######## dly_sel_ctrl ########
**dly_sel_ctrl: routed metal per tile**

The die is cut into 13 by 27 equal tiles; black is low, pale yellow is high, scaled to the fullest tile. Values are wire area over tile area, all layers added.
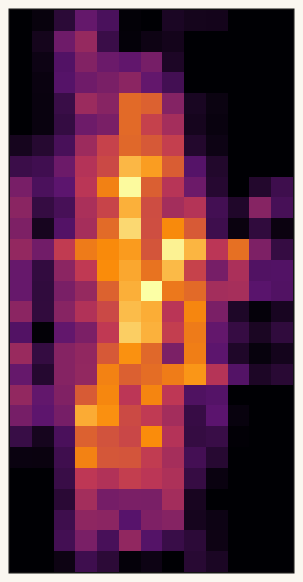

$ cat src/rtl/dly_sel_ctrl.sv
// Delay-select controller: accepts load/inc/dec commands for one addressed channel,
// issues a one-cycle one-hot strobe, tracks saturating shadow taps and enforces a settle gap.
module dly_sel_ctrl #(
    parameter int NUM_CHAN      = 20,
    parameter int ADDR_W        = 5,
    parameter int TAP_W         = 6,
    parameter int INIT_TAP      = 0,
    parameter int SETTLE_CYCLES = 3
) (
    input  logic                CLK,
    input  logic                RST,
    input  logic                CMD_VALID,
    output logic                CMD_READY,
    input  logic [ADDR_W-1:0]   CMD_ADDR,
    input  logic [1:0]          CMD_OP,
    input  logic [TAP_W-1:0]    CMD_VALUE,
    output logic [NUM_CHAN-1:0] DLY_LOAD,
    output logic [NUM_CHAN-1:0] DLY_ADJ,
    output logic [NUM_CHAN-1:0] DLY_INCDEC,
    output logic [TAP_W-1:0]    DLY_LOAD_VALUE,
    input  logic [ADDR_W-1:0]   RD_ADDR,
    output logic [TAP_W-1:0]    RD_TAP,
    output logic                ERR,
    output logic                SAT,
    output logic                BUSY
);

    // Handshake: a command transfers on the rising edge where CMD_VALID and CMD_READY
    // are both high; the fields are used only at that edge and ignored afterwards.

    localparam logic [1:0] OP_NOP  = 2'b00;
    localparam logic [1:0] OP_LOAD = 2'b01;
    localparam logic [1:0] OP_INC  = 2'b10;
    localparam logic [1:0] OP_DEC  = 2'b11;

    localparam int CNT_W = (SETTLE_CYCLES > 1) ? $clog2(SETTLE_CYCLES) : 1;
    localparam logic [CNT_W-1:0]    SETTLE_LAST = CNT_W'((SETTLE_CYCLES > 0) ? SETTLE_CYCLES - 1 : 0);
    localparam logic [ADDR_W:0]     NUM_CHAN_L  = (ADDR_W + 1)'(NUM_CHAN);
    localparam logic [TAP_W-1:0]    INIT_L      = TAP_W'(INIT_TAP);
    localparam logic [TAP_W-1:0]    TAP_MAX     = '1;
    localparam logic [NUM_CHAN-1:0] ONE         = NUM_CHAN'(1);

    typedef enum logic [1:0] {
        IDLE   = 2'd0,
        ISSUE  = 2'd1,
        SETTLE = 2'd2
    } state_t;

    state_t              state;
    logic [CNT_W-1:0]    settle_cnt;
    logic [TAP_W-1:0]    shadow [NUM_CHAN];

    logic                accept;
    logic                addr_ok;
    logic                rd_ok;
    logic [TAP_W-1:0]    cur_tap;
    logic                at_limit;
    logic                go_issue;

    always_comb begin
        accept   = CMD_VALID & CMD_READY;
        addr_ok  = {1'b0, CMD_ADDR} < NUM_CHAN_L;
        rd_ok    = {1'b0, RD_ADDR} < NUM_CHAN_L;
        cur_tap  = addr_ok ? shadow[CMD_ADDR] : '0;
        at_limit = ((CMD_OP == OP_INC) && (cur_tap == TAP_MAX)) ||
                   ((CMD_OP == OP_DEC) && (cur_tap == '0));
        go_issue = accept & addr_ok & (CMD_OP != OP_NOP) & ~at_limit;
    end

    // The strobe is registered on the accept edge, so it is high exactly while the FSM
    // sits in ISSUE, and the shadow tap moves on that same edge.
    always_ff @(posedge CLK) begin
        if (RST) begin
            state          <= IDLE;
            settle_cnt     <= '0;
            CMD_READY      <= 1'b0;
            BUSY           <= 1'b0;
            DLY_LOAD       <= '0;
            DLY_ADJ        <= '0;
            DLY_INCDEC     <= '0;
            DLY_LOAD_VALUE <= '0;
            RD_TAP         <= '0;
            ERR            <= 1'b0;
            SAT            <= 1'b0;
            for (int i = 0; i < NUM_CHAN; i++) begin
                shadow[i] <= INIT_L;
            end
        end else begin
            DLY_LOAD       <= '0;
            DLY_ADJ        <= '0;
            DLY_INCDEC     <= '0;
            DLY_LOAD_VALUE <= '0;
            ERR            <= 1'b0;
            SAT            <= 1'b0;
            RD_TAP         <= rd_ok ? shadow[RD_ADDR] : '0;
            CMD_READY      <= 1'b0;
            BUSY           <= 1'b1;

            case (state)
                IDLE: begin
                    CMD_READY <= ~go_issue;
                    BUSY      <= go_issue;
                    if (accept) begin
                        if (!addr_ok) begin
                            ERR <= 1'b1;
                        end else if (at_limit) begin
                            SAT <= 1'b1;
                        end else if (go_issue) begin
                            state <= ISSUE;
                            case (CMD_OP)
                                OP_LOAD: begin
                                    DLY_LOAD         <= ONE << CMD_ADDR;
                                    DLY_LOAD_VALUE   <= CMD_VALUE;
                                    shadow[CMD_ADDR] <= CMD_VALUE;
                                end
                                OP_INC: begin
                                    DLY_ADJ          <= ONE << CMD_ADDR;
                                    DLY_INCDEC       <= ONE << CMD_ADDR;
                                    shadow[CMD_ADDR] <= cur_tap + TAP_W'(1);
                                end
                                OP_DEC: begin
                                    DLY_ADJ          <= ONE << CMD_ADDR;
                                    shadow[CMD_ADDR] <= cur_tap - TAP_W'(1);
                                end
                                default: ;
                            endcase
                        end
                    end
                end

                ISSUE: begin
                    settle_cnt <= '0;
                    if (SETTLE_CYCLES > 0) begin
                        state <= SETTLE;
                    end else begin
                        state     <= IDLE;
                        CMD_READY <= 1'b1;
                        BUSY      <= 1'b0;
                    end
                end

                SETTLE: begin
                    // READY rises together with the return to IDLE, giving one
                    // command per 2+SETTLE_CYCLES edges.
                    if (settle_cnt == SETTLE_LAST) begin
                        state     <= IDLE;
                        CMD_READY <= 1'b1;
                        BUSY      <= 1'b0;
                    end else begin
                        settle_cnt <= settle_cnt + CNT_W'(1);
                    end
                end

                default: begin
                    state <= IDLE;
                end
            endcase
        end
    end

endmodule

$ cat config.mk
export PLATFORM = sky130hd
export DESIGN_NAME = dly_sel_ctrl
export DESIGN_NICKNAME = d
export VERILOG_FILES = /design/src/rtl/dly_sel_ctrl.sv
export SDC_FILE = /design/constraint.sdc
export NUM_CORES = 1
export LEC_CHECK = 0
export CAP_MARGIN = 5
export CORE_ASPECT_RATIO = 2
export CORE_UTILIZATION = 30
export CTS_BUF_LIST = sky130_fd_sc_hd__clkbuf_4
export DETAILED_ROUTE_END_ITERATION = 8
export SYNTH_ARGS = -nofsm -noshare
export SYNTH_HDL_FRONTEND = slang
export SYNTH_SLANG_ARGS = --single-unit
$ cat constraint.sdc
create_clock -name CLK -period 5.07 [get_ports CLK]
set_input_delay 0.7605 -clock CLK [delete_from_list [all_inputs] [get_ports CLK]]
set_output_delay 0.7605 -clock CLK [all_outputs]
set_load 0.01 [all_outputs]
######## traffic_arbiter ########
File: src/rtl/traffic_arbiter.sv
// Two-road traffic light arbiter with min/max green, yellow and all-red phases.
// Optional pedestrian walk phase when PED_EN is defined; prio is the road-preference input from priority_gen.
module traffic_arbiter #(
  parameter int GREEN_MIN   = 4,
  parameter int GREEN_MAX   = 10,
  parameter int YELLOW_TIME = 2,
  parameter int ALLRED_TIME = 1,
  parameter int WALK_TIME   = 3
) (
  input  logic       clk,
  input  logic       rst,
  input  logic       prio,
  input  logic       car_a,
  input  logic       car_b,
`ifdef PED_EN
  input  logic       ped_req,
  output logic       ped_walk,
`endif
  output logic [2:0] light_a,
  output logic [2:0] light_b
);

  function automatic int max2(int a, int b);
    return (a > b) ? a : b;
  endfunction

  localparam int MAXD = max2(max2(max2(GREEN_MIN, GREEN_MAX), max2(YELLOW_TIME, ALLRED_TIME)), WALK_TIME);
  localparam int TW   = $clog2(MAXD) + 1;

  localparam logic [TW-1:0] T_GMIN = TW'(GREEN_MIN - 1);
  localparam logic [TW-1:0] T_GMAX = TW'(GREEN_MAX - 1);
  localparam logic [TW-1:0] T_Y    = TW'(YELLOW_TIME - 1);
  localparam logic [TW-1:0] T_AR   = TW'(ALLRED_TIME - 1);

  localparam logic [2:0] L_RED = 3'b100, L_YEL = 3'b010, L_GRN = 3'b001;

  typedef enum logic [2:0] {
    A_GREEN, A_YELLOW, ALLRED_AB, B_GREEN, B_YELLOW, ALLRED_BA
`ifdef PED_EN
    , WALK
`endif
  } state_t;

  state_t        state, state_nx;
  logic [TW-1:0] timer;
  logic          in_green;

  assign in_green = (state == A_GREEN) || (state == B_GREEN);

`ifdef PED_EN
  localparam logic [TW-1:0] T_W = TW'(WALK_TIME - 1);
  logic ped_pend, walk_to_b;
`endif

  always_comb begin
    state_nx = state;
    case (state)
      A_GREEN:
        if (car_b && ((timer >= T_GMIN && (!car_a || prio)) || timer == T_GMAX))
          state_nx = A_YELLOW;
      A_YELLOW:
        if (timer == T_Y) state_nx = ALLRED_AB;
      ALLRED_AB:
        if (timer == T_AR) begin
`ifdef PED_EN
          state_nx = ped_pend ? WALK : B_GREEN;
`else
          state_nx = B_GREEN;
`endif
        end
      B_GREEN:
        if (car_a && ((timer >= T_GMIN && (!car_b || !prio)) || timer == T_GMAX))
          state_nx = B_YELLOW;
      B_YELLOW:
        if (timer == T_Y) state_nx = ALLRED_BA;
      ALLRED_BA:
        if (timer == T_AR) begin
`ifdef PED_EN
          state_nx = ped_pend ? WALK : A_GREEN;
`else
          state_nx = A_GREEN;
`endif
        end
`ifdef PED_EN
      WALK:
        if (timer == T_W) state_nx = walk_to_b ? B_GREEN : A_GREEN;
`endif
      default: state_nx = A_GREEN;
    endcase
  end

  always_ff @(posedge clk or negedge rst) begin
    if (!rst) begin
      state <= A_GREEN;
      timer <= '0;
    end else begin
      state <= state_nx;
      // Greens saturate so an unopposed road can hold forever without wrap.
      if (state_nx != state)                timer <= '0;
      else if (in_green && timer == T_GMAX) timer <= timer;
      else                                  timer <= timer + 1'b1;
    end
  end

`ifdef PED_EN
  always_ff @(posedge clk or negedge rst) begin
    if (!rst) begin
      ped_pend  <= 1'b0;
      walk_to_b <= 1'b0;
    end else begin
      if (ped_req)                                ped_pend <= 1'b1;
      else if (state_nx == WALK && state != WALK) ped_pend <= 1'b0;
      // Remember which green the walk phase displaced.
      if (state_nx == WALK && state != WALK)      walk_to_b <= (state == ALLRED_AB);
    end
  end

  assign ped_walk = (state == WALK);
`endif

  always_comb begin
    light_a = L_RED;
    light_b = L_RED;
    case (state)
      A_GREEN:  light_a = L_GRN;
      A_YELLOW: light_a = L_YEL;
      B_GREEN:  light_b = L_GRN;
      B_YELLOW: light_b = L_YEL;
      default: ;
    endcase
  end

endmodule

File: config.mk
export PLATFORM = sky130hd
export DESIGN_NAME = traffic_arbiter
export DESIGN_NICKNAME = d
export VERILOG_FILES = /design/src/rtl/traffic_arbiter.sv
export SDC_FILE = /design/constraint.sdc
export NUM_CORES = 1
export LEC_CHECK = 0
export CORE_MARGIN = 2
export CORE_UTILIZATION = 45
export CTS_CLUSTER_SIZE = 30
export DETAILED_ROUTE_END_ITERATION = 16
export PLACE_DENSITY_LB_ADDON = 0.1
export SYNTH_ARGS = -nofsm -noshare
export SYNTH_HDL_FRONTEND = slang
export SYNTH_SLANG_ARGS = --single-unit
File: constraint.sdc
create_clock -name clk -period 2.47 [get_ports clk]
set_input_delay 0.494 -clock clk [delete_from_list [all_inputs] [get_ports clk]]
set_output_delay 0.494 -clock clk [all_outputs]
set_load 0.03 [all_outputs]
**dly_sel_ctrl: where the registers sit**

Other sequential cells in the stronger grey, the rest of the logic in the fainter grey.
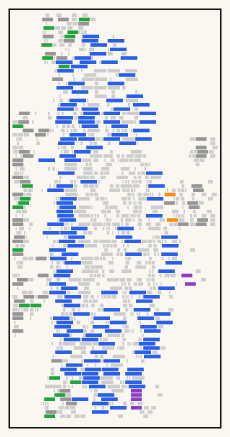
[green] DLY_INCDEC | placed flops: 20
[blue] shadow | placed flops: 148
[purple] RD_TAP | placed flops: 6 | where: bottom middle
[orange] settle_cnt | placed flops: 2
share of the final layout cell area in sequential cells: 47.2%
post-route core utilization: 37.5%
FF+latch area: 0.00605 mm2
Power Sequential: 0.00206 W

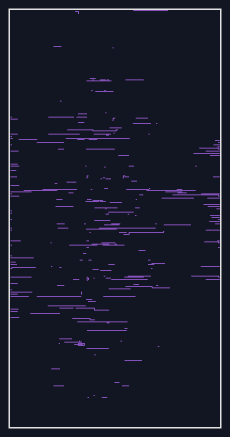
**Above:** dly_sel_ctrl (metal 3).
main direction: horizontal
longest straight run: 40.5 um
final routed wirelength across all metal layers: 31.9 mm
met3 track demand over resource: 2.87%
overall via count from detail_route: 7281

Notes on 'routed metal per tile' of dly_sel_ctrl above:
fullest tile: 0.53
densest ninth of the die: middle
emptiest ninth of the die: top right
mean over tiles: 0.15
per-cell routed wire length: 22.1 um
GRT Total Usage: 18.6%

==> notes.md, dly_sel_ctrl <==
The implementation run finished. The run finished with clean final reports. Yosys mapped a number of flops with a built-in enable equal to 148. Traced cell by cell, the critical path runs through clkdlybuf4s50_1 > and2_1 > a22o_1 > nor3_1 > a211oi_2 > buf_4 > ha_1 > and3_1 > nand3_1 > nor4_4 > nor4_4 > buf_12 > nand4_4 > nand2b_1. Across the VDD grid, the largest voltage drop is 0.162 mV. By count the netlist is led by sky130_fd_sc_hd__nor2_1, sky130_fd_sc_hd__edfxtp_1, sky130_fd_sc_hd__dfxtp_1.

Final cell count without fillers landed at 1446. Post-route fraction of the period consumed by the critical path landed at 76.3%. Transition at the pin with the smallest max-transition slack landed at 1.04 ns. In the power breakdown, the internal column shows 0.00293 W. Per the STA report, the cell with the highest stage delay on the worst path is sky130_fd_sc_hd__clkdlybuf4s50_1. Highest achievable clock rate landed at 259 MHz. Post-CTS setup buffer count landed at 0.

Count of buffering cells on the critical path with inverters included landed at 3. Accumulated negative setup slack landed at 0 ns. Diode insertion count for antenna repair landed at 1.

Per the post-route antenna check, the number of violating nets is 0. The final layout contains 985 nets. Switching power share of the total landed at 26.6%. Met2 track utilization from global routing landed at 34.4%.

Clock tree synthesis selected as its root buffer the cell sky130_fd_sc_hd__clkbuf_4. The synthesis run identifies the leading combinational cell family as simple AND/OR/NAND/NOR gates. More flip-flops sit in one register than any other, and that register is shadow. The report shows a maximum critical-path fanout of 20. Of the total synthesized cell area, the portion taken by AND-OR and OR-AND cells is 3.81%.
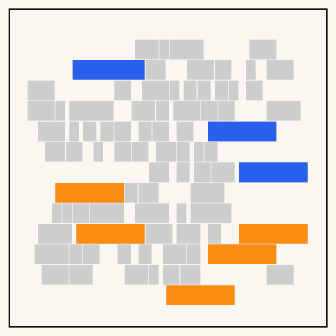
**Above:** traffic_arbiter (where the registers sit).
Other cells in grey.
[blue] state | placed flops: 3
[orange] timer | placed flops: 5
post-route core utilization: 58.8%
share of the final layout cell area in sequential cells: 26.0%

==> notes.md, traffic_arbiter <==
The implementation run finished. The run finished with clean final reports. Checking hold timing, the worst path is listed with class input port to async pin. The worst pin sits at a relative slew slack of 68.8%. After global routing, the most crowded layer is met1.

Proportion of netlist area held by the largest area contributor landed at 30.9%. Required time of the worst setup path landed at 1.98 ns. In this run, synthesis inferred 0 flip-flops with an integrated enable. Wire segments on met3 add up to 84 um in the final route. Async set-or-reset flop fraction in the synthesized netlist landed at 100%. For the final database, setup skew stands at 0.00398 ns. Count of cells resized by post-cts repair landed at 0. After detailed routing, no signal wire sits above met4. Final-layout clock-cell area share landed at 2.91%.

STA classifies the critical path startpoint as a flip-flop. The cell area that synthesis handed to floorplanning was 648 um2. The registers reported with the highest flop counts are timer: 5 flops, state: 3 flops.

In the power breakdown, the internal column shows 0.000565 W. The synthesized netlist was found by Yosys to have 74 cells. The number of antenna violations at the first check in global routing is 0. For this run, the number of standard cells in the final layout without fillers is 99. Accumulated negative setup slack landed at 0 ns. For this run, global-route usage on met1 was measured as 27.0%.


==> notes/layouts.md <==
Pictures saved along the way, in no particular order.

Cell placement.
shot_01.png
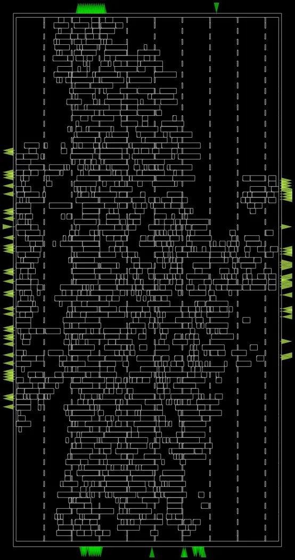
shot_02.png
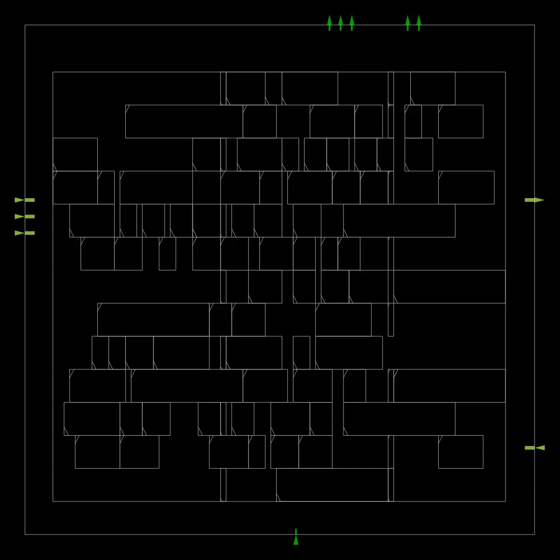
| picture | from |
|---|---|
| shot_01.png | dly_sel_ctrl |
| shot_02.png | traffic_arbiter |

Power is estimated from default activity; no workload was simulated.
